# ---- event_edge_capture ----
### Routing congestion, event_edge_capture

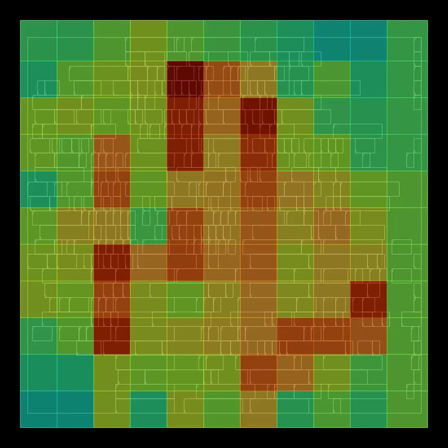

--- src/rtl/event_capture_pkg.sv ---
// Shared types and helpers for the event edge capture block.
// Holds the per-channel edge-mode encoding, the drop counter width,
// and the single-channel edge detection function.
package event_capture_pkg;

    typedef enum logic [1:0] {
        NONE    = 2'd0,
        POSEDGE = 2'd1,
        NEGEDGE = 2'd2,
        EDGE    = 2'd3
    } edge_mode_e;

    localparam int DROP_CNT_W = 8;

    // Returns whether one channel fires, given its mode, current sample and previous sample.
    function automatic logic edge_hit(edge_mode_e mode, logic s, logic p);
        case (mode)
            POSEDGE: return s & ~p;
            NEGEDGE: return ~s & p;
            EDGE:    return s ^ p;
            default: return 1'b0;
        endcase
    endfunction

endpackage

--- src/rtl/event_capture_fifo.sv ---
// Synchronous FIFO holding event records.
// Pointers carry one extra wrap bit so full and empty can be told apart.
// A push into a full FIFO is still accepted when a pop happens in the same
// cycle, because the slot being written is the one being freed.
// There is no bypass: a record pushed into an empty FIFO is visible next cycle.
module event_capture_fifo #(
    parameter int WIDTH = 8,
    parameter int DEPTH = 8
) (
    input  logic             clk,
    input  logic             rst,
    input  logic             push,
    input  logic [WIDTH-1:0] push_data,
    input  logic             pop,
    output logic [WIDTH-1:0] head_data,
    output logic             full,
    output logic             empty
);

    localparam int AW = $clog2(DEPTH);

    logic [WIDTH-1:0] mem [DEPTH];
    logic [AW:0]      wr_ptr;
    logic [AW:0]      rd_ptr;
    logic             do_push;
    logic             do_pop;

    assign empty     = (wr_ptr == rd_ptr);
    assign full      = (wr_ptr[AW] != rd_ptr[AW]) && (wr_ptr[AW-1:0] == rd_ptr[AW-1:0]);
    assign do_pop    = pop & ~empty;
    assign do_push   = push & (~full | do_pop);
    assign head_data = mem[rd_ptr[AW-1:0]];

    // Advance read and write pointers; reset empties the FIFO at once.
    always_ff @(posedge clk or posedge rst) begin
        if (rst) begin
            wr_ptr <= '0;
            rd_ptr <= '0;
        end else begin
            if (do_push) wr_ptr <= wr_ptr + 1'b1;
            if (do_pop)  rd_ptr <= rd_ptr + 1'b1;
        end
    end

    // Store accepted records; storage needs no reset since empty gates its use.
    always_ff @(posedge clk) begin
        if (do_push) mem[wr_ptr[AW-1:0]] <= push_data;
    end

endmodule

--- src/rtl/event_edge_capture.sv ---
// Event-list producer: detects per-channel edges on synchronous inputs,
// merges all channels firing in one cycle into a single record, buffers
// records in a FIFO and delivers them over a valid/ready stream.
// Optional feature macro: EVENT_CAPTURE_TIMESTAMP_EN adds a free-running
// timestamp to every record; without it evt_ts_o is tied to 0.
module event_edge_capture
    import event_capture_pkg::*;
#(
    parameter int N_CH  = 4,
    parameter int DEPTH = 8,
    parameter int TS_W  = 16
) (
    input  logic                  clk,
    input  logic                  rst,
    input  logic [N_CH-1:0]       sig_i,
    input  logic [2*N_CH-1:0]     mode_i,
    input  logic                  clear_i,
    output logic                  evt_valid_o,
    input  logic                  evt_ready_i,
    output logic [N_CH-1:0]       evt_mask_o,
    output logic [TS_W-1:0]       evt_ts_o,
    output logic                  ovf_o,
    output logic [DROP_CNT_W-1:0] drop_cnt_o
);

`ifdef EVENT_CAPTURE_TIMESTAMP_EN
    localparam int ENTRY_W = N_CH + TS_W;
`else
    localparam int ENTRY_W = N_CH;
`endif

    logic [N_CH-1:0]       s_q;
    logic [N_CH-1:0]       p_q;
    logic                  primed_q;
    logic [N_CH-1:0]       hit;
    logic                  push;
    logic                  pop;
    logic                  drop;
    logic                  full;
    logic                  empty;
    logic [ENTRY_W-1:0]    entry;
    logic [ENTRY_W-1:0]    head_data;
    logic                  ovf_q;
    logic [DROP_CNT_W-1:0] drop_cnt_q;

    // Sample inputs; while priming both registers take the same sample so a
    // signal already high at reset release cannot look like an edge.
    always_ff @(posedge clk or posedge rst) begin
        if (rst) begin
            s_q      <= '0;
            p_q      <= '0;
            primed_q <= 1'b0;
        end else begin
            s_q      <= sig_i;
            p_q      <= primed_q ? s_q : sig_i;
            primed_q <= 1'b1;
        end
    end

    // Per-channel edge detection using the mode presented in this cycle.
    always_comb begin
        hit = '0;
        if (primed_q) begin
            for (int c = 0; c < N_CH; c++) begin
                hit[c] = edge_hit(edge_mode_e'(mode_i[2*c +: 2]), s_q[c], p_q[c]);
            end
        end
    end

`ifdef EVENT_CAPTURE_TIMESTAMP_EN
    logic [TS_W-1:0] ts_q;

    // Free-running timestamp; wraps silently.
    always_ff @(posedge clk or posedge rst) begin
        if (rst) ts_q <= '0;
        else     ts_q <= ts_q + TS_W'(1);
    end

    assign entry    = {hit, ts_q};
    assign evt_ts_o = evt_valid_o ? head_data[TS_W-1:0] : '0;
`else
    assign entry    = hit;
    assign evt_ts_o = '0;
`endif

    assign push        = |hit;
    assign evt_valid_o = ~empty;
    assign pop         = evt_valid_o & evt_ready_i;
    assign drop        = push & full & ~pop;
    assign evt_mask_o  = evt_valid_o ? head_data[ENTRY_W-1 -: N_CH] : '0;

    event_capture_fifo #(
        .WIDTH (ENTRY_W),
        .DEPTH (DEPTH)
    ) u_fifo (
        .clk       (clk),
        .rst       (rst),
        .push      (push),
        .push_data (entry),
        .pop       (pop),
        .head_data (head_data),
        .full      (full),
        .empty     (empty)
    );

    // Overflow tracking; a drop in the same cycle as clear still counts as one drop.
    always_ff @(posedge clk or posedge rst) begin
        if (rst) begin
            ovf_q      <= 1'b0;
            drop_cnt_q <= '0;
        end else if (drop) begin
            ovf_q <= 1'b1;
            if (clear_i)               drop_cnt_q <= DROP_CNT_W'(1);
            else if (drop_cnt_q != '1) drop_cnt_q <= drop_cnt_q + DROP_CNT_W'(1);
        end else if (clear_i) begin
            ovf_q      <= 1'b0;
            drop_cnt_q <= '0;
        end
    end

    assign ovf_o      = ovf_q;
    assign drop_cnt_o = drop_cnt_q;

endmodule

--- config.mk ---
export PLATFORM = sky130hd
export DESIGN_NAME = event_edge_capture
export DESIGN_NICKNAME = d
export VERILOG_FILES = /design/src/rtl/event_capture_pkg.sv /design/src/rtl/event_capture_fifo.sv /design/src/rtl/event_edge_capture.sv
export SDC_FILE = /design/constraint.sdc
export NUM_CORES = 1
export LEC_CHECK = 0
export ABC_AREA = 1
export CAP_MARGIN = 15
export CORE_UTILIZATION = 55
export DETAILED_ROUTE_END_ITERATION = 12
export PLACE_DENSITY = 0.89
export SYNTH_ARGS = -nofsm -noshare
export SYNTH_HDL_FRONTEND = slang
export SYNTH_SLANG_ARGS = --single-unit
--- constraint.sdc ---
create_clock -name clk -period 3.1 [get_ports clk]
set_clock_uncertainty 0.05 [all_clocks]
set_input_delay 0.62 -clock clk [delete_from_list [all_inputs] [get_ports clk]]
set_output_delay 0.62 -clock clk [all_outputs]
set_load 0.005 [all_outputs]
# ---- exc_seq_flat ----
<file path="src/rtl/exc_seq_if.sv">
// Signal bundle between the exception sequencer and its requesters and control-register file.
// The master side drives stall, requests and current register values; the slave side is exc_seq.
interface exc_seq_if;
  logic        hold;
  logic [47:0] pcNext;
  logic [47:0] crInPc;
  logic [47:0] crInSpc;
  logic [47:0] crInVbr;
  logic [63:0] crInSr;
  logic [63:0] crInExsr;
  logic [63:0] crInTea;
  logic [47:0] crInSsp;
  logic        excReq;
  logic [15:0] excCode;
  logic [63:0] excTea;
  logic [47:0] excPc;
  logic        irqReq;
  logic [3:0]  irqLevel;
  logic        rteReq;
  logic [47:0] regInPc;
  logic [47:0] regInSpc;
  logic [47:0] regInSsp;
  logic [63:0] regInSr;
  logic [63:0] regInExsr;
  logic [63:0] regInTea;
  logic        excAck;
  logic        excFlush;
  logic        excBusy;
  logic        excLoad;

  modport master (
    output hold, pcNext, crInPc, crInSpc, crInVbr, crInSr, crInExsr, crInTea, crInSsp,
    output excReq, excCode, excTea, excPc, irqReq, irqLevel, rteReq,
    input  regInPc, regInSpc, regInSsp, regInSr, regInExsr, regInTea,
    input  excAck, excFlush, excBusy, excLoad
  );

  modport slave (
    input  hold, pcNext, crInPc, crInSpc, crInVbr, crInSr, crInExsr, crInTea, crInSsp,
    input  excReq, excCode, excTea, excPc, irqReq, irqLevel, rteReq,
    output regInPc, regInSpc, regInSsp, regInSr, regInExsr, regInTea,
    output excAck, excFlush, excBusy, excLoad
  );
endinterface

</file>
<file path="src/rtl/exc_seq.sv">
// Exception / interrupt / return-from-exception sequencer: accepts one request, drains the
// pipeline for DRAIN cycles, then spends one cycle redirecting through the control-register file.
module exc_seq #(
  parameter int DRAIN = 3
) (
  input logic   clock,
  input logic   reset,
  exc_seq_if.slave bus
);

  typedef enum logic [1:0] {
    sIdle,
    sDrain,
    sEnter,
    sRestore
  } state_t;

  typedef enum logic {
    opEnter,
    opRestore
  } op_t;

  localparam logic [3:0]  DrainLoad = 4'(DRAIN - 1);
  localparam logic [15:0] DoubleFaultCode = 16'hF000;
  localparam logic [63:0] EnterSrBits = 64'h0000_0000_7000_0000;

  state_t      state;
  state_t      stateNext;
  op_t         op;
  logic [3:0]  count;
  logic        ackPend;
  logic [15:0] latchCode;
  logic [63:0] latchTea;
  logic [47:0] latchPc;
  logic [63:0] latchSr;

  logic        irqOk;
  logic        acceptExc;
  logic        acceptIrq;
  logic        acceptRte;
  logic        accept;

  // Interrupts are masked by SR.BL (bit 28) and by the current priority in SR[7:4].
  assign irqOk     = bus.irqReq && !bus.crInSr[28] && (bus.irqLevel > bus.crInSr[7:4]);
  assign acceptExc = (state == sIdle) && bus.excReq;
  assign acceptIrq = (state == sIdle) && !bus.excReq && irqOk;
  assign acceptRte = (state == sIdle) && !bus.excReq && !irqOk && bus.rteReq;
  assign accept    = acceptExc || acceptIrq || acceptRte;

  always_comb begin
    stateNext = state;
    unique case (state)
      sIdle:    if (accept) stateNext = sDrain;
      sDrain:   if (count == 4'd0) stateNext = (op == opEnter) ? sEnter : sRestore;
      sEnter:   stateNext = sIdle;
      sRestore: stateNext = sIdle;
      default:  stateNext = sIdle;
    endcase
  end

  // NOTE: sequential state uses non-blocking assignments only, so every register samples
  // the values from before this edge regardless of statement order.
  always_ff @(posedge clock) begin
    if (!reset) begin
      // NOTE: the latches are plain flops, not a memory, so clearing them costs nothing
      // and keeps the redirect values deterministic after reset.
      state     <= sIdle;
      op        <= opEnter;
      count     <= 4'd0;
      ackPend   <= 1'b0;
      latchCode <= 16'd0;
      latchTea  <= 64'd0;
      latchPc   <= 48'd0;
      latchSr   <= 64'd0;
    end else if (!bus.hold) begin
      state   <= stateNext;
      ackPend <= accept;
      if (accept) begin
        count   <= DrainLoad;
        latchSr <= bus.crInSr;
        if (acceptExc) begin
          op        <= opEnter;
          latchCode <= bus.crInSr[28] ? DoubleFaultCode : bus.excCode;
          latchTea  <= bus.excTea;
          latchPc   <= bus.excPc;
        end else if (acceptIrq) begin
          op        <= opEnter;
          latchCode <= {4'hE, 8'h00, bus.irqLevel};
          latchTea  <= 64'd0;
          latchPc   <= bus.crInPc;
        end else begin
          op        <= opRestore;
          latchCode <= 16'd0;
          latchTea  <= 64'd0;
          latchPc   <= bus.crInPc;
        end
      end else if (state == sDrain && count != 4'd0) begin
        count <= count - 4'd1;
      end
    end
  end

  // NOTE: every output gets a pass-through or zero default before the case, so no path
  // through this block leaves a signal unassigned and no latch is inferred.
  always_comb begin
    bus.regInPc   = bus.pcNext;
    bus.regInSpc  = bus.crInSpc;
    bus.regInSsp  = bus.crInSsp;
    bus.regInSr   = bus.crInSr;
    bus.regInExsr = bus.crInExsr;
    bus.regInTea  = bus.crInTea;
    bus.excAck    = 1'b0;
    bus.excFlush  = 1'b0;
    bus.excBusy   = 1'b0;
    bus.excLoad   = 1'b0;
    // Outputs are gated by reset so the pipeline sees a quiet sequencer while reset is low.
    if (reset) begin
      bus.excAck  = ackPend && !bus.hold;
      bus.excBusy = (state != sIdle);
      unique case (state)
        sDrain: bus.excFlush = 1'b1;
        sEnter: begin
          bus.excLoad   = 1'b1;
          bus.regInPc   = bus.crInVbr + {41'd0, latchCode[15:12], 3'd0};
          bus.regInSr   = latchSr | EnterSrBits;
          bus.regInSpc  = latchPc;
          bus.regInExsr = {latchSr[31:0], 16'h0000, latchCode};
          bus.regInTea  = latchTea;
        end
        sRestore: begin
          bus.excLoad = 1'b1;
          bus.regInPc = bus.crInSpc;
          bus.regInSr = {bus.crInSr[63:32], bus.crInExsr[63:32]};
        end
        default: ;
      endcase
    end
  end

endmodule

</file>
<file path="src/flat_wrapper.sv">
// flat-port wrapper written by rule: the top's interface ports become plain ports
module exc_seq_flat 
#(
  parameter int DRAIN = 3
)
  (clock, reset, bus_hold, bus_pcNext, bus_crInPc, bus_crInSpc, bus_crInVbr, bus_crInSr, bus_crInExsr, bus_crInTea, bus_crInSsp, bus_excReq, bus_excCode, bus_excTea, bus_excPc, bus_irqReq, bus_irqLevel, bus_rteReq, bus_regInPc, bus_regInSpc, bus_regInSsp, bus_regInSr, bus_regInExsr, bus_regInTea, bus_excAck, bus_excFlush, bus_excBusy, bus_excLoad);
  exc_seq_if bus_i ();
  input logic clock;
  input logic reset;
  input wire logic [$bits(bus_i.hold)-1:0] bus_hold;
  input wire logic [$bits(bus_i.pcNext)-1:0] bus_pcNext;
  input wire logic [$bits(bus_i.crInPc)-1:0] bus_crInPc;
  input wire logic [$bits(bus_i.crInSpc)-1:0] bus_crInSpc;
  input wire logic [$bits(bus_i.crInVbr)-1:0] bus_crInVbr;
  input wire logic [$bits(bus_i.crInSr)-1:0] bus_crInSr;
  input wire logic [$bits(bus_i.crInExsr)-1:0] bus_crInExsr;
  input wire logic [$bits(bus_i.crInTea)-1:0] bus_crInTea;
  input wire logic [$bits(bus_i.crInSsp)-1:0] bus_crInSsp;
  input wire logic [$bits(bus_i.excReq)-1:0] bus_excReq;
  input wire logic [$bits(bus_i.excCode)-1:0] bus_excCode;
  input wire logic [$bits(bus_i.excTea)-1:0] bus_excTea;
  input wire logic [$bits(bus_i.excPc)-1:0] bus_excPc;
  input wire logic [$bits(bus_i.irqReq)-1:0] bus_irqReq;
  input wire logic [$bits(bus_i.irqLevel)-1:0] bus_irqLevel;
  input wire logic [$bits(bus_i.rteReq)-1:0] bus_rteReq;
  output wire logic [$bits(bus_i.regInPc)-1:0] bus_regInPc;
  output wire logic [$bits(bus_i.regInSpc)-1:0] bus_regInSpc;
  output wire logic [$bits(bus_i.regInSsp)-1:0] bus_regInSsp;
  output wire logic [$bits(bus_i.regInSr)-1:0] bus_regInSr;
  output wire logic [$bits(bus_i.regInExsr)-1:0] bus_regInExsr;
  output wire logic [$bits(bus_i.regInTea)-1:0] bus_regInTea;
  output wire logic [$bits(bus_i.excAck)-1:0] bus_excAck;
  output wire logic [$bits(bus_i.excFlush)-1:0] bus_excFlush;
  output wire logic [$bits(bus_i.excBusy)-1:0] bus_excBusy;
  output wire logic [$bits(bus_i.excLoad)-1:0] bus_excLoad;
  assign bus_i.hold = bus_hold;
  assign bus_i.pcNext = bus_pcNext;
  assign bus_i.crInPc = bus_crInPc;
  assign bus_i.crInSpc = bus_crInSpc;
  assign bus_i.crInVbr = bus_crInVbr;
  assign bus_i.crInSr = bus_crInSr;
  assign bus_i.crInExsr = bus_crInExsr;
  assign bus_i.crInTea = bus_crInTea;
  assign bus_i.crInSsp = bus_crInSsp;
  assign bus_i.excReq = bus_excReq;
  assign bus_i.excCode = bus_excCode;
  assign bus_i.excTea = bus_excTea;
  assign bus_i.excPc = bus_excPc;
  assign bus_i.irqReq = bus_irqReq;
  assign bus_i.irqLevel = bus_irqLevel;
  assign bus_i.rteReq = bus_rteReq;
  assign bus_regInPc = bus_i.regInPc;
  assign bus_regInSpc = bus_i.regInSpc;
  assign bus_regInSsp = bus_i.regInSsp;
  assign bus_regInSr = bus_i.regInSr;
  assign bus_regInExsr = bus_i.regInExsr;
  assign bus_regInTea = bus_i.regInTea;
  assign bus_excAck = bus_i.excAck;
  assign bus_excFlush = bus_i.excFlush;
  assign bus_excBusy = bus_i.excBusy;
  assign bus_excLoad = bus_i.excLoad;
  exc_seq #(.DRAIN(DRAIN)) u_core (.clock(clock), .reset(reset), .bus(bus_i));
endmodule
</file>
<file path="config.mk">
export PLATFORM = sky130hd
export DESIGN_NAME = exc_seq_flat
export DESIGN_NICKNAME = d
export VERILOG_FILES = /design/src/rtl/exc_seq_if.sv /design/src/rtl/exc_seq.sv /design/src/flat_wrapper.sv
export SDC_FILE = /design/constraint.sdc
export NUM_CORES = 1
export LEC_CHECK = 0
export CAP_MARGIN = 20
export CORE_AREA = 2 2 356 358
export DETAILED_ROUTE_END_ITERATION = 12
export DIE_AREA = 0 0 358 360
export PLACE_DENSITY_LB_ADDON = 0.05
export SYNTH_ARGS = -nofsm -noshare
export SYNTH_HDL_FRONTEND = slang
export SYNTH_SLANG_ARGS = --single-unit
export TNS_END_PERCENT = 50
</file>
<file path="constraint.sdc">
create_clock -name clock -period 4.56 [get_ports clock]
set_clock_uncertainty 0.15 [all_clocks]
set_input_delay 1.368 -clock clock [delete_from_list [all_inputs] [get_ports clock]]
set_output_delay 1.368 -clock clock [all_outputs]
set_load 0.01 [all_outputs]
</file>
# ---- uart_tx_cfg ----
## src/rtl/uart_tx_cfg.sv

```systemverilog
// Buffered UART transmitter: small FIFO feeding a start/data/parity/stop serializer.
// The serial line and end-of-frame pulse are retimed one cycle behind the FSM state.
module uart_tx_cfg #(
  parameter int DATA_W       = 8,
  parameter int PARITY       = 0,
  parameter int STOP_BITS    = 1,
  parameter int CLKS_PER_BIT = 16,
  parameter int FIFO_DEPTH   = 4
) (
  input  logic                          tx_sclk_i,
  input  logic                          tx_srst_i,
  input  logic [DATA_W-1:0]             tx_pdata_i,
  input  logic                          tx_pdata_valid_i,
  output logic                          tx_pready_o,
  output logic                          tx_sdata_o,
  output logic                          tx_busy_o,
  output logic                          tx_done_o,
  output logic [$clog2(FIFO_DEPTH):0]   tx_fifo_cnt_o
);

  localparam int PW = $clog2(FIFO_DEPTH);
  localparam int CW = PW + 1;
  localparam int BW = (CLKS_PER_BIT > 2) ? $clog2(CLKS_PER_BIT) : 1;
  localparam int IW = $clog2(DATA_W);

  typedef enum logic [2:0] {S_IDLE, S_START, S_DATA, S_PARITY, S_STOP} state_t;

  logic [DATA_W-1:0] mem [FIFO_DEPTH];
  logic [PW-1:0]     wr_ptr, rd_ptr;
  logic [CW-1:0]     count, count_n;
  logic              pready;
  state_t            state, state_n;
  logic [BW-1:0]     baud, baud_n;
  logic [IW-1:0]     bit_idx, bit_n;
  logic [DATA_W-1:0] shreg;
  logic              push, pop, baud_last, frame_end, line_bit;
  logic              sdata_p1, done_p1;

  function automatic logic parity_bit(input logic [DATA_W-1:0] d);
    return (PARITY == 1) ? ~(^d) : (^d);
  endfunction

  assign push      = tx_pdata_valid_i & pready & ~tx_srst_i;
  assign count_n   = count + CW'(push) - CW'(pop);
  assign baud_last = (baud == BW'(CLKS_PER_BIT - 1));

  always_comb begin
    state_n   = state;
    baud_n    = baud_last ? '0 : baud + 1'b1;
    bit_n     = bit_idx;
    pop       = 1'b0;
    frame_end = 1'b0;
    line_bit  = 1'b1;
    case (state)
      S_IDLE: begin
        baud_n = '0;
        bit_n  = '0;
        if (count != '0) begin
          pop     = 1'b1;
          state_n = S_START;
        end
      end
      S_START: begin
        line_bit = 1'b0;
        if (baud_last) state_n = S_DATA;
      end
      S_DATA: begin
        line_bit = shreg[bit_idx];
        if (baud_last) begin
          if (bit_idx == IW'(DATA_W - 1)) begin
            bit_n   = '0;
            state_n = (PARITY != 0) ? S_PARITY : S_STOP;
          end else begin
            bit_n = bit_idx + 1'b1;
          end
        end
      end
      S_PARITY: begin
        line_bit = parity_bit(shreg);
        if (baud_last) state_n = S_STOP;
      end
      S_STOP: begin
        if (baud_last) begin
          if (bit_idx == IW'(STOP_BITS - 1)) begin
            frame_end = 1'b1;
            bit_n     = '0;
            // Chain straight into the next start bit when more words wait.
            if (count != '0) begin
              pop     = 1'b1;
              state_n = S_START;
            end else begin
              state_n = S_IDLE;
            end
          end else begin
            bit_n = bit_idx + 1'b1;
          end
        end
      end
      default: state_n = S_IDLE;
    endcase
  end

  // p0: FIFO pointers, occupancy and FSM state
  always_ff @(posedge tx_sclk_i) begin
    if (tx_srst_i) begin
      wr_ptr   <= '0;
      rd_ptr   <= '0;
      count    <= '0;
      pready   <= 1'b1;
      state    <= S_IDLE;
      baud     <= '0;
      bit_idx  <= '0;
      sdata_p1 <= 1'b1;
      done_p1  <= 1'b0;
    end else begin
      if (push) wr_ptr <= wr_ptr + 1'b1;
      if (pop)  rd_ptr <= rd_ptr + 1'b1;
      count    <= count_n;
      pready   <= (count_n < CW'(FIFO_DEPTH));
      state    <= state_n;
      baud     <= baud_n;
      bit_idx  <= bit_n;
      // p1: retimed line level and end-of-frame strobe
      sdata_p1 <= line_bit;
      done_p1  <= frame_end;
    end
  end

  always_ff @(posedge tx_sclk_i) begin
    if (push) mem[wr_ptr] <= tx_pdata_i;
    if (pop)  shreg       <= mem[rd_ptr];
  end

  assign tx_pready_o   = pready;
  assign tx_sdata_o    = sdata_p1;
  assign tx_done_o     = done_p1;
  assign tx_busy_o     = (state != S_IDLE);
  assign tx_fifo_cnt_o = count;

endmodule

```

## config.mk

```make
export PLATFORM = sky130hd
export DESIGN_NAME = uart_tx_cfg
export DESIGN_NICKNAME = d
export VERILOG_FILES = /design/src/rtl/uart_tx_cfg.sv
export SDC_FILE = /design/constraint.sdc
export NUM_CORES = 1
export LEC_CHECK = 0
export CAP_MARGIN = 20
export CORE_UTILIZATION = 55
export CTS_BUF_LIST = sky130_fd_sc_hd__clkbuf_16
export CTS_CLUSTER_DIAMETER = 40
export DETAILED_ROUTE_END_ITERATION = 16
export GPL_TIMING_DRIVEN = 0
export PLACE_DENSITY = 0.84
export SYNTH_ARGS = -nofsm -noshare
export SYNTH_HDL_FRONTEND = slang
export SYNTH_SLANG_ARGS = --single-unit
export TNS_END_PERCENT = 100
```

## constraint.sdc

```tcl
create_clock -name tx_sclk_i -period 3.6 [get_ports tx_sclk_i]
set_clock_uncertainty 0.15 [all_clocks]
set_input_delay 1.08 -clock tx_sclk_i [delete_from_list [all_inputs] [get_ports tx_sclk_i]]
set_output_delay 1.08 -clock tx_sclk_i [all_outputs]
set_load 0.02 [all_outputs]
```

# ---- pwm_duty_ramp ----
### src/rtl/pwm_duty_ramp.sv
// Duty soft-start stage: latches a requested duty and walks the registered duty output
// one step per prescaler period toward it, so the downstream PWM never sees a jump.
module pwm_duty_ramp #(
    parameter int DUTY_W   = 4,
    parameter int TICK_DIV = 500000
) (
    input  logic              clk,
    input  logic              rst,
    input  logic              en,
    input  logic              load,
    input  logic [DUTY_W-1:0] target,
    input  logic              kill,
    output logic [DUTY_W-1:0] duty,
    output logic              busy,
    output logic              at_target
);

    localparam int PW = $clog2(TICK_DIV);
    localparam logic [PW-1:0] PRESC_LAST = PW'(TICK_DIV - 1);

    typedef enum logic [1:0] {
        IDLE = 2'd0,
        UP   = 2'd1,
        DOWN = 2'd2
    } state_t;

    state_t            state_q, state_d;
    logic [DUTY_W-1:0] duty_q, duty_d;
    logic [DUTY_W-1:0] tgt_q, tgt_d;
    logic [PW-1:0]     presc_q, presc_d;
    logic              step;
    logic [DUTY_W-1:0] duty_inc, duty_dec;

    assign duty_inc = duty_q + 1'b1;
    assign duty_dec = duty_q - 1'b1;

    // NOTE: every register is updated with <= so all of them sample the same pre-edge values.
    always_ff @(posedge clk or negedge rst) begin
        if (!rst) begin
            state_q <= IDLE;
            duty_q  <= '0;
            tgt_q   <= '0;
            presc_q <= '0;
        end else begin
            state_q <= state_d;
            duty_q  <= duty_d;
            tgt_q   <= tgt_d;
            presc_q <= presc_d;
        end
    end

    // NOTE: each output of this block gets a hold-value default first, so no path can infer a latch.
    always_comb begin
        state_d = state_q;
        duty_d  = duty_q;
        tgt_d   = tgt_q;
        presc_d = presc_q;
        step    = (presc_q == PRESC_LAST);

        if (kill) begin
            duty_d  = '0;
            tgt_d   = '0;
            state_d = IDLE;
            presc_d = '0;
        end else if (load) begin
            // Retarget only; the direction is re-evaluated from the new tgt_q next edge.
            tgt_d   = target;
            presc_d = '0;
        end else if (en) begin
            presc_d = step ? '0 : presc_q + 1'b1;
            unique case (state_q)
                IDLE: begin
                    if (tgt_q > duty_q)      state_d = UP;
                    else if (tgt_q < duty_q) state_d = DOWN;
                end
                UP: begin
                    if (duty_q == tgt_q) begin
                        state_d = IDLE;
                    end else if (duty_q > tgt_q) begin
                        state_d = DOWN;
                    end else if (step) begin
                        // duty_q < tgt_q here, so the increment cannot wrap.
                        duty_d = duty_inc;
                        if (duty_inc == tgt_q) state_d = IDLE;
                    end
                end
                DOWN: begin
                    if (duty_q == tgt_q) begin
                        state_d = IDLE;
                    end else if (duty_q < tgt_q) begin
                        state_d = UP;
                    end else if (step) begin
                        duty_d = duty_dec;
                        if (duty_dec == tgt_q) state_d = IDLE;
                    end
                end
                default: state_d = IDLE;
            endcase
        end
    end

    assign duty      = duty_q;
    assign busy      = (state_q != IDLE);
    assign at_target = (state_q == IDLE) && (duty_q == tgt_q);

endmodule

### config.mk
export PLATFORM = sky130hd
export DESIGN_NAME = pwm_duty_ramp
export DESIGN_NICKNAME = d
export VERILOG_FILES = /design/src/rtl/pwm_duty_ramp.sv
export SDC_FILE = /design/constraint.sdc
export NUM_CORES = 1
export LEC_CHECK = 0
export CELL_PAD_IN_SITES_DETAIL_PLACEMENT = 0
export CELL_PAD_IN_SITES_GLOBAL_PLACEMENT = 1
export CORE_MARGIN = 2
export CORE_UTILIZATION = 44
export DETAILED_ROUTE_END_ITERATION = 8
export PLACE_DENSITY = 0.89
export SLEW_MARGIN = 20
export SYNTH_ARGS = -nofsm -noshare
export SYNTH_HDL_FRONTEND = slang
export SYNTH_SLANG_ARGS = --single-unit
### constraint.sdc
create_clock -name clk -period 2.7 [get_ports clk]
set_input_delay 0.405 -clock clk [delete_from_list [all_inputs] [get_ports clk]]
set_output_delay 0.405 -clock clk [all_outputs]
set_load 0.02 [all_outputs]
### Cell classes on the final placement, uart_tx_cfg

Scale: 6 px per um. Fill, decap, tap and diode cells in gray.
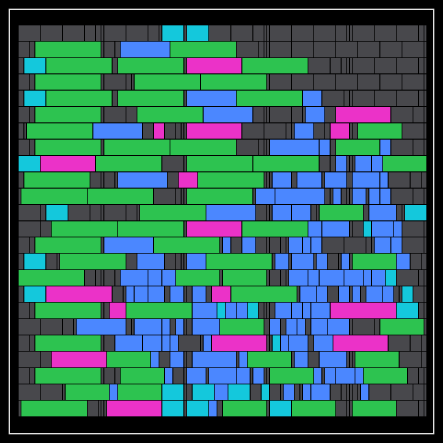
Key: cyan = remaining buffers and delay cells [cells 23]; magenta = clock drivers and dummy loads [cells 16]; blue = remaining logic cells [cells 115]; green = registers [cells 60]
Site Rows: 24
final instance area: 3129 sq um
Finished Core Util: 0.7041
core region area: 4444 sq um

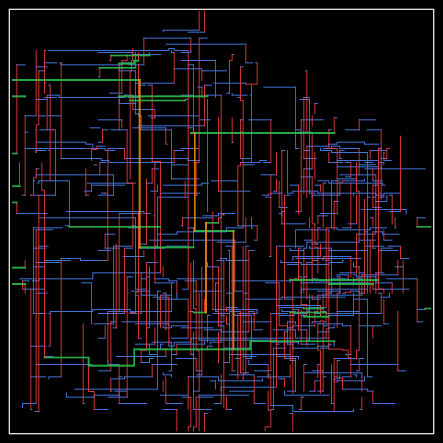
*Routed metal, one color a layer, uart_tx_cfg*
Scale: 6 px per um.
Key: blue = M1 [wire length 1620 um]; green = M3 [wire length 220 um]; orange = M4 [wire length 78.9 um]; red = M2 [wire length 2200 um]
DRT Wirelength: 4112 um
via count: 1473
WL/cell: 15.46 um

==> results.ini, uart_tx_cfg <==
[run_status]
status = completed

[final_timing]
worst_slew_pin_slew_ns = 0.5748
fin_crit_ns = 3.351

[synthesis]
top_area_frac = 0.4656
top_cells_by_area = edfxtp_1 (47%), dfxtp_1 (16%), mux4_2 (8.7%)
syn_inst = 182

[hold_path]
whs_path_depth = 1

[cells_and_area]
sh_comb_area = 0.2863
areaGrowthSynthToFinish_pct = 21.29
largest_class = registers

[route]
wl_met1_um = 1615
drt_iter0_markers = 86

[worst_setup_path]
reg2reg_depth = 12

[die]
initial_core_util = 0.5805

[global_routing]
grt_pass1_vias = 1475
grt_max_degree = 13

[power_and_ir_drop]
maxPowerGroup = registers

[placement]
place_worst_setup_slack_ns = -0.01077

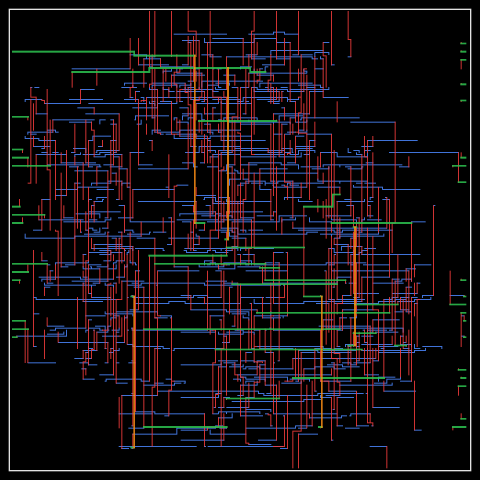
*Routed metal, one color a layer, event_edge_capture*
Scale: 6 px per um.
Key: green = M3 [wire length 367 um]; orange = M4 [wire length 123 um]; red = M2 [wire length 2570 um]; blue = M1 [wire length 2380 um]
WL/cell: 12.44 um
via count: 2224
total track usage: 0.2160
DRT Wirelength: 5438 um

Notes on 'Routing congestion' of event_edge_capture above:
Finished Core Util: 0.6811
GRT busiest layer: met2
met2 usage: 0.3324
met1 usage: 0.2788

==> results.ini, event_edge_capture <==
[cells_and_area]
mostFrequentLayoutCells = nand2_1 (67), inv_1 (42), nor2_1 (41)
sh_comb_area = 0.3297
seqCellArea_sq_um = 1613
largest_reg_flops = 32

[cts]
post_cts_resize_count = 0
clkSinkCount = 58
cts_buffers = 9

[worst_setup_path]
critical_path.startpoint_type = register
reg2reg_slack_ns = 0.89
cpPeakStageDelay_ns = 0.51
crit-reg2reg-capture = u_fifo.mem[1][0]

[power_and_ir_drop]
power_density_nw_per_um2 = 773.2
p_clk_frac = 0.270

[route]
wl_met3_um = 366

[final_timing]
fmax_ghz = 0.3468
setup_viol = 0
maxSlewViolCount = 0

[synthesis]
yosys.area_share.simple = 0.1993
synthArstFlopShare = 0.4483

[placement]
place_worst_setup_slack_ns = 0.4514

[run_status]
status = completed

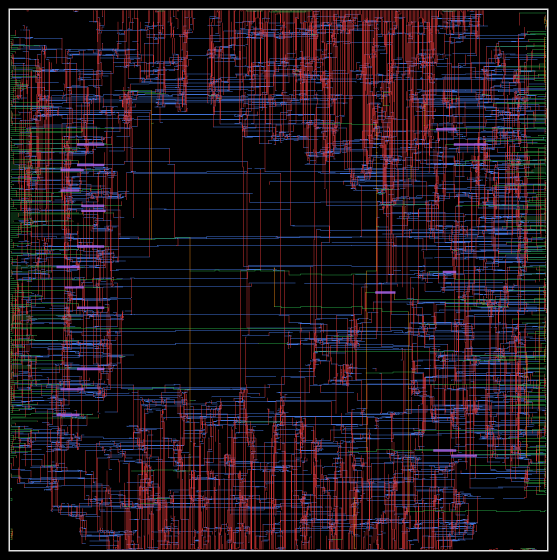
*Routed metal, one color a layer, exc_seq_flat*
Scale: 1.5 px per um.
Key: purple = M5 [wire length 270 um]; green = M3 [wire length 6880 um]; orange = M4 [wire length 1030 um]; red = M2 [wire length 49.3 mm]; blue = M1 [wire length 41.5 mm]
DRT Wirelength: 98920 um
total track usage: 0.1489
via count: 17432

==> results.ini, exc_seq_flat <==
[run_status]
status = finished with violations
violations = negative setup slack

[cells_and_area]
seq_area_frac = 0.1558
layout.non_clock_inverters = 17
fin_nets = 3521

[worst_setup_path]
crit_end = bus_regInPc[33]
cp.arrival_ns = 3.42
required_ns = 3.04

[cts]
clkSinkCount = 200
postCtsSetupRepairBufs = 50

[final_timing]
relSlewSlack = 0.3086
setup_slack_ns = -0.3749
setup_viol = 30

[synthesis]
synth.area.mux_share = 0.02944
fa_ha_area_frac = 0.01123
ys_sh_aoi = 0.1545
yosys_area_sq_um = 12920
synth_cell_types = 48

[route]
drt_iter0_markers = 856
drt_first_pass_iters = 5

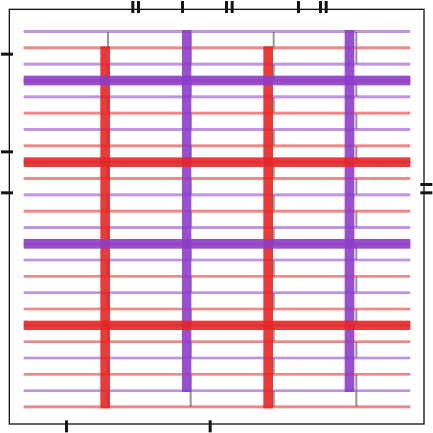
*PDN straps and rails, pwm_duty_ramp*
Scale: 6 px per um. Pins as bars on the die edge. Tap cells in gray.
Key: purple = VDD; red = VSS
4 straps on met5. 24 met1 rails follow the rows. 4 straps on met4. 50 tap cells.
die height: 68.88 um
core region area: 4029 sq um

==> results.ini, pwm_duty_ramp <==
[power_and_ir_drop]
maxPowerGroup = registers
switchingPower_uw = 231.2
power_density_nw_per_um2 = 431.4

[final_timing]
worst_slew_pin_slew_ns = 0.4762
fin_tns_setup_ns = 0
skew_ns = 0.005099

[synthesis]
xor_area_frac = 0.1088
synth_cell_types = 42
postSynthSeqShare = 0.3919
ff_type = dfrtp_1
yosys.area_share.simple = 0.2743

[global_routing]
grt_pass1_wl_um = 6499
grtUsageMet3 = 0.04870

[cells_and_area]
mostFrequentLayoutCells = nor2_1 (33), dfrtp_1 (29), xor2_1 (19)
stdcell_count = 270
seq_area_frac = 0.3376
clkCellAreaFrac = 0.04016

[worst_setup_path]
crit_family = buffers and inverters
critical_path.startpoint_type = register

[placement]
place_worst_setup_slack_ns = 0.3953

[cts]
clkSinkCount = 29

[route]
viasPerCell = 5.533

[run_status]
status = completed


# ---- lap_sweep_ctrl ----
[src/rtl/lap_sweep_ctrl.sv]
`timescale 1ns/1ps
`default_nettype none
// ============================================================================
// Module      : lap_sweep_ctrl
// Description : Frame-synchronous ping-pong sweep of the delay-line tap select.
//               Optional end-of-sweep dwell is built when LAP_SWEEP_HOLD_EN is
//               defined.
// Revision    : 1.0 - initial release
// ============================================================================
module lap_sweep_ctrl #(
    parameter int MAX_DELAY_LAPS = 640,
    parameter int LAP_WIDTH      = 10,
    parameter int HOLD_WIDTH     = 8
) (
    input  logic                  clk,
    input  logic                  rst_n,
    input  logic                  i_vsync,
    input  logic                  en,
    input  logic [LAP_WIDTH-1:0]  cfg_lap_min,
    input  logic [LAP_WIDTH-1:0]  cfg_lap_max,
    input  logic [5:0]            cfg_step,
    input  logic [HOLD_WIDTH-1:0] cfg_hold,
    output logic [LAP_WIDTH-1:0]  delaylap,
    output logic                  lap_update,
    output logic [15:0]           frame_cnt,
    output logic [2:0]            sweep_state
);

    typedef enum logic [2:0] {
        S_IDLE    = 3'd0,
        S_UP      = 3'd1,
        S_HOLD_HI = 3'd2,
        S_DOWN    = 3'd3,
        S_HOLD_LO = 3'd4
    } state_t;

    localparam logic [LAP_WIDTH:0] c_max_lap = (LAP_WIDTH+1)'(MAX_DELAY_LAPS);

    state_t               state_q;
    logic                 vsync_q;
    logic                 vsync_dly_q;
    logic [LAP_WIDTH-1:0] delaylap_q;
    logic                 lap_update_q;
    logic [15:0]          frame_cnt_q;

    logic                 w_tick;
    logic                 w_hold_nz;
    logic                 w_step_zero;
    logic [LAP_WIDTH:0]   w_min_ext;
    logic [LAP_WIDTH:0]   w_max_ext;
    logic [LAP_WIDTH:0]   w_step;
    logic [LAP_WIDTH:0]   w_lo;
    logic [LAP_WIDTH:0]   w_hi;
    logic [LAP_WIDTH:0]   w_up_sum;
    logic                 w_up_sat;
    logic                 w_dn_sat;
    logic [LAP_WIDTH-1:0] w_dn_val;

    // Edge detect runs on the registered vsync so every tick acts one clock
    // after vsync is first sampled, with no input-to-output path.
    assign w_tick      = vsync_q & ~vsync_dly_q;
    assign w_step_zero = (cfg_step == 6'd0);

`ifdef LAP_SWEEP_HOLD_EN
    logic [HOLD_WIDTH-1:0] hold_cnt_q;
    assign w_hold_nz = (cfg_hold != '0);
`else
    logic w_unused_hold;
    assign w_unused_hold = ^cfg_hold;
    assign w_hold_nz     = 1'b0;
`endif

    always_comb begin
        w_min_ext = {1'b0, cfg_lap_min};
        w_max_ext = {1'b0, cfg_lap_max};
        w_step    = {{(LAP_WIDTH-5){1'b0}}, cfg_step};
        w_lo      = (w_min_ext > c_max_lap) ? c_max_lap : w_min_ext;
        w_hi      = (w_max_ext > c_max_lap) ? c_max_lap : w_max_ext;
        if (w_lo > w_hi) begin
            w_hi = w_lo;
        end
        w_up_sum  = {1'b0, delaylap_q} + w_step;
        w_up_sat  = (w_up_sum >= w_hi);
        // Compare against lo+step instead of subtracting, so no wrap below 0.
        w_dn_sat  = ({1'b0, delaylap_q} <= (w_lo + w_step));
        w_dn_val  = delaylap_q - {{(LAP_WIDTH-6){1'b0}}, cfg_step};
    end

    always_ff @(posedge clk or negedge rst_n) begin
        if (!rst_n) begin
            state_q      <= S_IDLE;
            vsync_q      <= 1'b0;
            vsync_dly_q  <= 1'b0;
            delaylap_q   <= '0;
            lap_update_q <= 1'b0;
            frame_cnt_q  <= 16'd0;
`ifdef LAP_SWEEP_HOLD_EN
            hold_cnt_q   <= '0;
`endif
        end else begin
            vsync_q      <= i_vsync;
            vsync_dly_q  <= vsync_q;
            lap_update_q <= w_tick;
            if (w_tick) begin
                frame_cnt_q <= frame_cnt_q + 16'd1;
                if (!en) begin
                    state_q    <= S_IDLE;
                    delaylap_q <= w_lo[LAP_WIDTH-1:0];
                end else begin
                    case (state_q)
                        S_IDLE: begin
                            state_q    <= S_UP;
                            delaylap_q <= w_lo[LAP_WIDTH-1:0];
                        end
                        S_UP: begin
                            if (!w_step_zero) begin
                                if (w_up_sat) begin
                                    delaylap_q <= w_hi[LAP_WIDTH-1:0];
                                    if (w_hold_nz) begin
                                        state_q <= S_HOLD_HI;
`ifdef LAP_SWEEP_HOLD_EN
                                        hold_cnt_q <= cfg_hold;
`endif
                                    end else begin
                                        state_q <= S_DOWN;
                                    end
                                end else begin
                                    delaylap_q <= w_up_sum[LAP_WIDTH-1:0];
                                end
                            end
                        end
                        S_DOWN: begin
                            if (!w_step_zero) begin
                                if (w_dn_sat) begin
                                    delaylap_q <= w_lo[LAP_WIDTH-1:0];
                                    if (w_hold_nz) begin
                                        state_q <= S_HOLD_LO;
`ifdef LAP_SWEEP_HOLD_EN
                                        hold_cnt_q <= cfg_hold;
`endif
                                    end else begin
                                        state_q <= S_UP;
                                    end
                                end else begin
                                    delaylap_q <= w_dn_val;
                                end
                            end
                        end
`ifdef LAP_SWEEP_HOLD_EN
                        S_HOLD_HI: begin
                            hold_cnt_q <= hold_cnt_q - 1'b1;
                            if (hold_cnt_q <= 1) begin
                                state_q <= S_DOWN;
                            end
                        end
                        S_HOLD_LO: begin
                            hold_cnt_q <= hold_cnt_q - 1'b1;
                            if (hold_cnt_q <= 1) begin
                                state_q <= S_UP;
                            end
                        end
`endif
                        default: begin
                            state_q    <= S_IDLE;
                            delaylap_q <= w_lo[LAP_WIDTH-1:0];
                        end
                    endcase
                end
            end
        end
    end

    assign delaylap    = delaylap_q;
    assign lap_update  = lap_update_q;
    assign frame_cnt   = frame_cnt_q;
    assign sweep_state = state_q;

endmodule
`default_nettype wire

[config.mk]
export PLATFORM = sky130hd
export DESIGN_NAME = lap_sweep_ctrl
export DESIGN_NICKNAME = d
export VERILOG_FILES = /design/src/rtl/lap_sweep_ctrl.sv
export SDC_FILE = /design/constraint.sdc
export NUM_CORES = 1
export LEC_CHECK = 0
export ABC_AREA = 1
export CELL_PAD_IN_SITES_DETAIL_PLACEMENT = 0
export CELL_PAD_IN_SITES_GLOBAL_PLACEMENT = 1
export CORE_MARGIN = 2
export CORE_UTILIZATION = 36
export CTS_BUF_LIST = sky130_fd_sc_hd__clkbuf_4 sky130_fd_sc_hd__clkbuf_8
export DETAILED_ROUTE_END_ITERATION = 8
export PLACE_DENSITY = 0.78
export SKIP_CTS_REPAIR_TIMING = 1
export SLEW_MARGIN = 20
export SYNTH_ARGS = -nofsm -noshare
export SYNTH_HDL_FRONTEND = slang
export SYNTH_SLANG_ARGS = --single-unit
[constraint.sdc]
create_clock -name clk -period 3.1 [get_ports clk]
set_input_delay 0.31 -clock clk [delete_from_list [all_inputs] [get_ports clk]]
set_output_delay 0.31 -clock clk [all_outputs]
set_load 0.01 [all_outputs]
# ---- pc_stack_unit ----
--- src/rtl/pc_stack_unit.sv ---
// Program-counter unit for mycpu: PC register, jump-condition decode and a
// hardware return-address stack with sticky overflow/underflow flags.
module pc_stack_unit #(
  parameter int N = 16,
  parameter int DEPTH = 8,
  parameter logic [N-1:0] RST_VEC = '0,
  localparam int SP_W = $clog2(DEPTH + 1)
) (
  input  logic            clk,
  input  logic            rst,
  input  logic            en,
  input  logic [2:0]      jump,
  input  logic            zero,
  input  logic            neg,
  input  logic [N-1:0]    target,
  input  logic            call,
  input  logic            ret,
  input  logic            clr_err,
  output logic [N-1:0]    out,
  output logic [SP_W-1:0] sp,
  output logic            full,
  output logic            empty,
  output logic            overflow,
  output logic            underflow,
  output logic            redirect
);

  localparam int IDX_W = (DEPTH > 1) ? $clog2(DEPTH) : 1;

  function automatic logic jump_take(input logic [2:0] code, input logic z,
                                     input logic n);
    logic t;
    case (code)
      3'b000:  t = 1'b0;
      3'b001:  t = !z && !n;
      3'b010:  t = z;
      3'b011:  t = !n;
      3'b100:  t = n;
      3'b101:  t = !z;
      3'b110:  t = z || n;
      default: t = 1'b1;
    endcase
    return t;
  endfunction

  function automatic logic [N-1:0] pc_incr(input logic [N-1:0] pc);
    return pc + N'(1);
  endfunction

  logic [N-1:0]     stack [DEPTH];
  logic [N-1:0]     pc_inc;
  logic [N-1:0]     stack_top;
  logic [IDX_W-1:0] top_idx;
  logic [IDX_W-1:0] wr_idx;
  logic             take;
  logic             push;
  logic [N-1:0]     out_nxt;
  logic [SP_W-1:0]  sp_nxt;
  logic             ovf_nxt;
  logic             unf_nxt;
  logic             redir_nxt;

  assign full      = (sp == SP_W'(DEPTH));
  assign empty     = (sp == '0);
  assign pc_inc    = pc_incr(out);
  assign take      = jump_take(jump, zero, neg);
  assign top_idx   = IDX_W'(sp - SP_W'(1));
  assign wr_idx    = IDX_W'(sp);
  assign stack_top = stack[top_idx];

  // Next-state decode: ret > call > conditional jump > sequential
  always_comb begin
    out_nxt   = out;
    sp_nxt    = sp;
    ovf_nxt   = overflow;
    unf_nxt   = underflow;
    redir_nxt = 1'b0;
    push      = 1'b0;
    if (en) begin
      // clear first so a same-cycle error event below takes precedence
      if (clr_err) begin
        ovf_nxt = 1'b0;
        unf_nxt = 1'b0;
      end
      if (ret) begin
        if (!empty) begin
          out_nxt   = stack_top;
          sp_nxt    = sp - SP_W'(1);
          redir_nxt = 1'b1;
        end else begin
          unf_nxt = 1'b1;
          out_nxt = pc_inc;
        end
      end else if (call) begin
        if (!full) begin
          push   = 1'b1;
          sp_nxt = sp + SP_W'(1);
        end else begin
          ovf_nxt = 1'b1;
        end
        out_nxt   = target;
        redir_nxt = 1'b1;
      end else if (take) begin
        out_nxt   = target;
        redir_nxt = 1'b1;
      end else begin
        out_nxt = pc_inc;
      end
    end
  end

  // State register stage
  always_ff @(posedge clk) begin
    if (!rst) begin
      out       <= RST_VEC;
      sp        <= '0;
      overflow  <= 1'b0;
      underflow <= 1'b0;
      redirect  <= 1'b0;
    end else begin
      out       <= out_nxt;
      sp        <= sp_nxt;
      overflow  <= ovf_nxt;
      underflow <= unf_nxt;
      redirect  <= redir_nxt;
    end
  end

  // Stack storage carries no reset; occupancy alone defines validity
  always_ff @(posedge clk) begin
    if (rst && push) begin
      stack[wr_idx] <= pc_inc;
    end
  end

endmodule

--- config.mk ---
export PLATFORM = sky130hd
export DESIGN_NAME = pc_stack_unit
export DESIGN_NICKNAME = d
export VERILOG_FILES = /design/src/rtl/pc_stack_unit.sv
export SDC_FILE = /design/constraint.sdc
export NUM_CORES = 1
export LEC_CHECK = 0
export ABC_AREA = 1
export CORE_MARGIN = 10
export CORE_UTILIZATION = 59
export CTS_CLUSTER_DIAMETER = 30
export CTS_CLUSTER_SIZE = 28
export DETAILED_ROUTE_END_ITERATION = 10
export PLACE_DENSITY = 0.79
export REMOVE_ABC_BUFFERS = 1
export SETUP_SLACK_MARGIN = 0.4
export SYNTH_ARGS = -nofsm -noshare
export SYNTH_HDL_FRONTEND = slang
export SYNTH_SLANG_ARGS = --single-unit
--- constraint.sdc ---
create_clock -name clk -period 3.7 [get_ports clk]
set_clock_uncertainty 0.05 [all_clocks]
set_input_delay 0.555 -clock clk [delete_from_list [all_inputs] [get_ports clk]]
set_output_delay 0.555 -clock clk [all_outputs]
set_load 0.05 [all_outputs]
### Routed metal, one color a layer, lap_sweep_ctrl

Scale: 4 px per um.
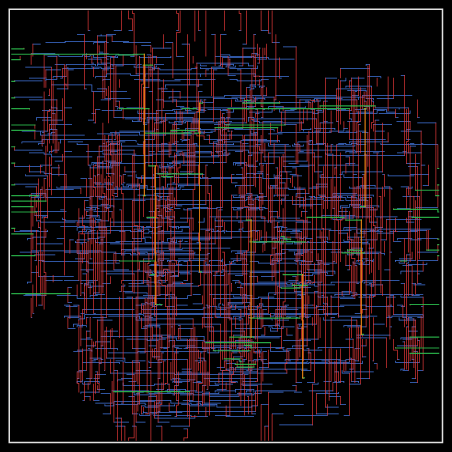
Key: green = M3 [wire length 455 um]; orange = M4 [wire length 220 um]; blue = M1 [wire length 5640 um]; red = M2 [wire length 6640 um]
total track usage: 0.2164
via count: 4354

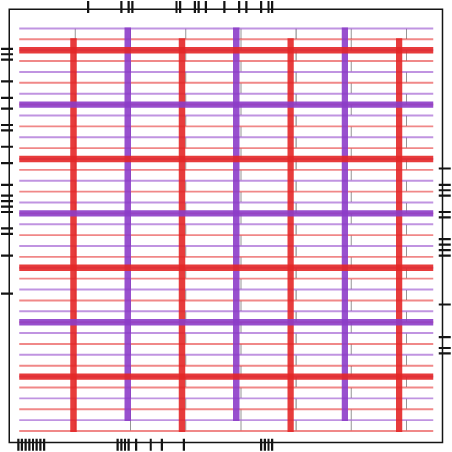
*PDN straps and rails, lap_sweep_ctrl*
Scale: 4 px per um. Pins as bars on the die edge. Tap cells in gray.
Key: red = VSS; purple = VDD
7 straps on met5. 38 met1 rails follow the rows. 68 signal pins sit on the boundary. 136 tap cells. 7 straps on met4.
peak supply drop: 218.7 uV
die width: 108.0 um
core region area: 10420 sq um
die height: 108.0 um

==> results.ini, lap_sweep_ctrl <==
[run_status]
status = finished with violations
violations = negative setup slack

[cells_and_area]
seq_area_frac = 0.1236
fin_nets = 853
drive_gt1_frac = 0.3943
largest_reg_flops = 16

[final_timing]
period_used_share = 1.258
setup_viol = 12
setup_slack_ns = -0.8006
maxSlewViolCount = 0

[synthesis]
syn_inst = 562
ys_cells = 562
ys_seq_elements = 31

[worst_setup_path]
critical_path.startpoint_type = input pin
r2r-start = delaylap[0]
crit_family = simple AND/OR/NAND/NOR gates

[power_and_ir_drop]
pg_clk_uw = 372

[global_routing]
grt_pass1_wl_um = 20030

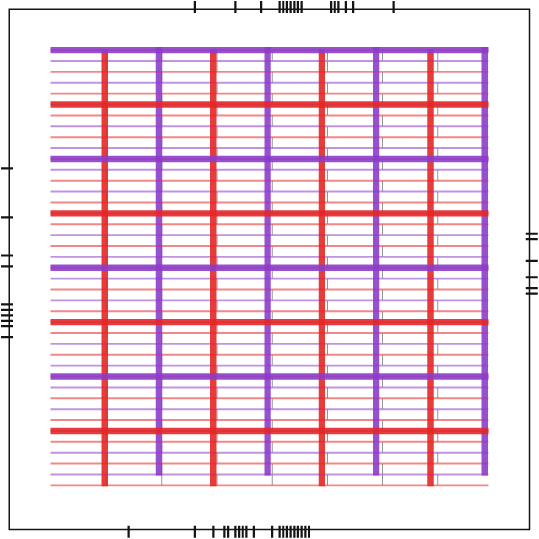
*PDN straps and rails, pc_stack_unit*
Scale: 4 px per um. Pins as bars on the die edge. Tap cells in gray.
Key: purple = VDD; red = VSS
147 tap cells. The core has 40 rows. 8 straps on met4. 52 signal pins sit on the boundary.
core region area: 11910 sq um
die height: 129.7 um

==> results.ini, pc_stack_unit <==
[route]
vias = 5788
drt_first_pass_iters = 5

[cts]
cts-root-buf = clkbuf_16

[final_timing]
fin_crit_ns = 2.910

[global_routing]
grt_usage = 0.2360
grtUsageMet2 = 0.3986
antenna_found_initial = 0

[cells_and_area]
sh_comb_area = 0.2663
layout.nonclk_buf_frac = 0.07801

[synthesis]
edf_count = 128
synth.area.mux_share = 0
top_cells_by_area = edfxtp_1 (54%), nand2_1 (11%), nand3_1 (8.9%)
fa_ha_area_frac = 0.005285
xor_area_frac = 0.01321

[run_status]
status = completed

[worst_setup_path]
critical_path.startpoint_type = register
worstPathBufferInverterCount = 2
path_cells = buf_4, clkdlybuf4s50_1

[power_and_ir_drop]
seq_cell_power_uw = 1940
p_clk_frac = 0.392

[hold_path]
whs_endpoint = underflow
whs_path_depth = 2

[placement]
gp_congestion = 0.9011


==> gallery <==
Clock network drawn from the DEF.
Scale: 3 px per um.
panel A
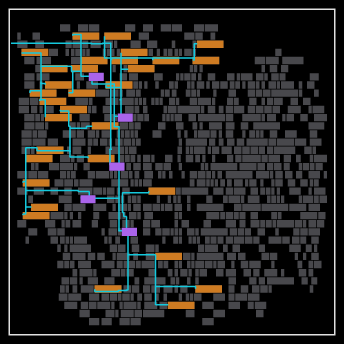
panel B
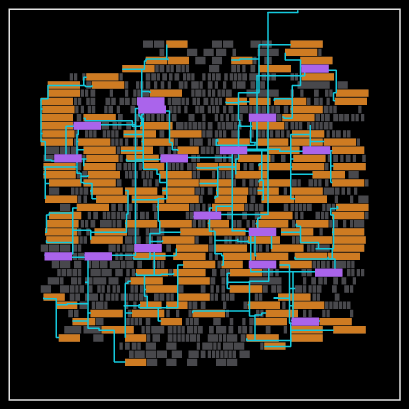
| from | picture |
|---|---|
| pc_stack_unit | panel B |
| lap_sweep_ctrl | panel A |
Of these, most sequential cells: panel B
Of these, largest die: panel B



==> gallery <==
Clock network drawn from the DEF.
image #1
Scale: 1 px per um.
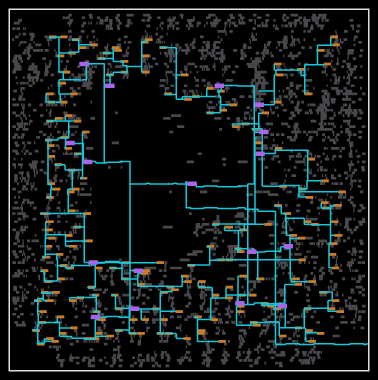
image #2
Scale: 6 px per um.
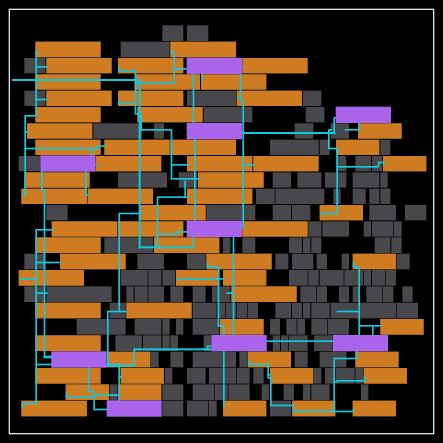
image #3
Scale: 4 px per um.
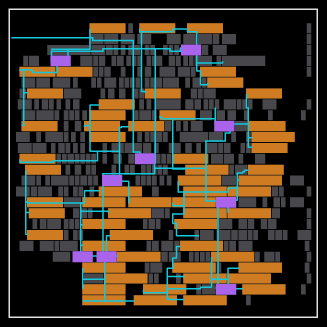
image #4
Scale: 6 px per um.
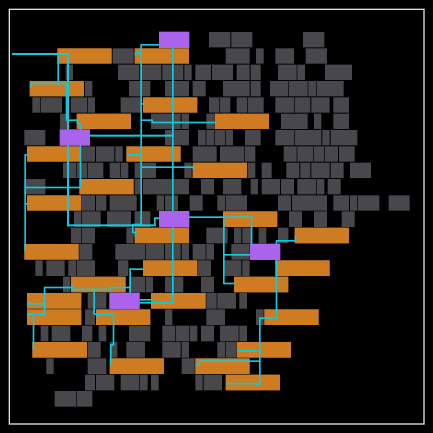
Image #1 is exc_seq_flat.
Image #3 is event_edge_capture.
Image #2 is uart_tx_cfg.
Image #4 is pwm_duty_ramp.
The one with the fewest sequential cells is image #4.

Key to image #4:
Key: orange = flip-flops [count 29]; purple = clock-net drivers [count 5]; cyan = clock wires [length 405 um]
There are 6 routed clock nets.

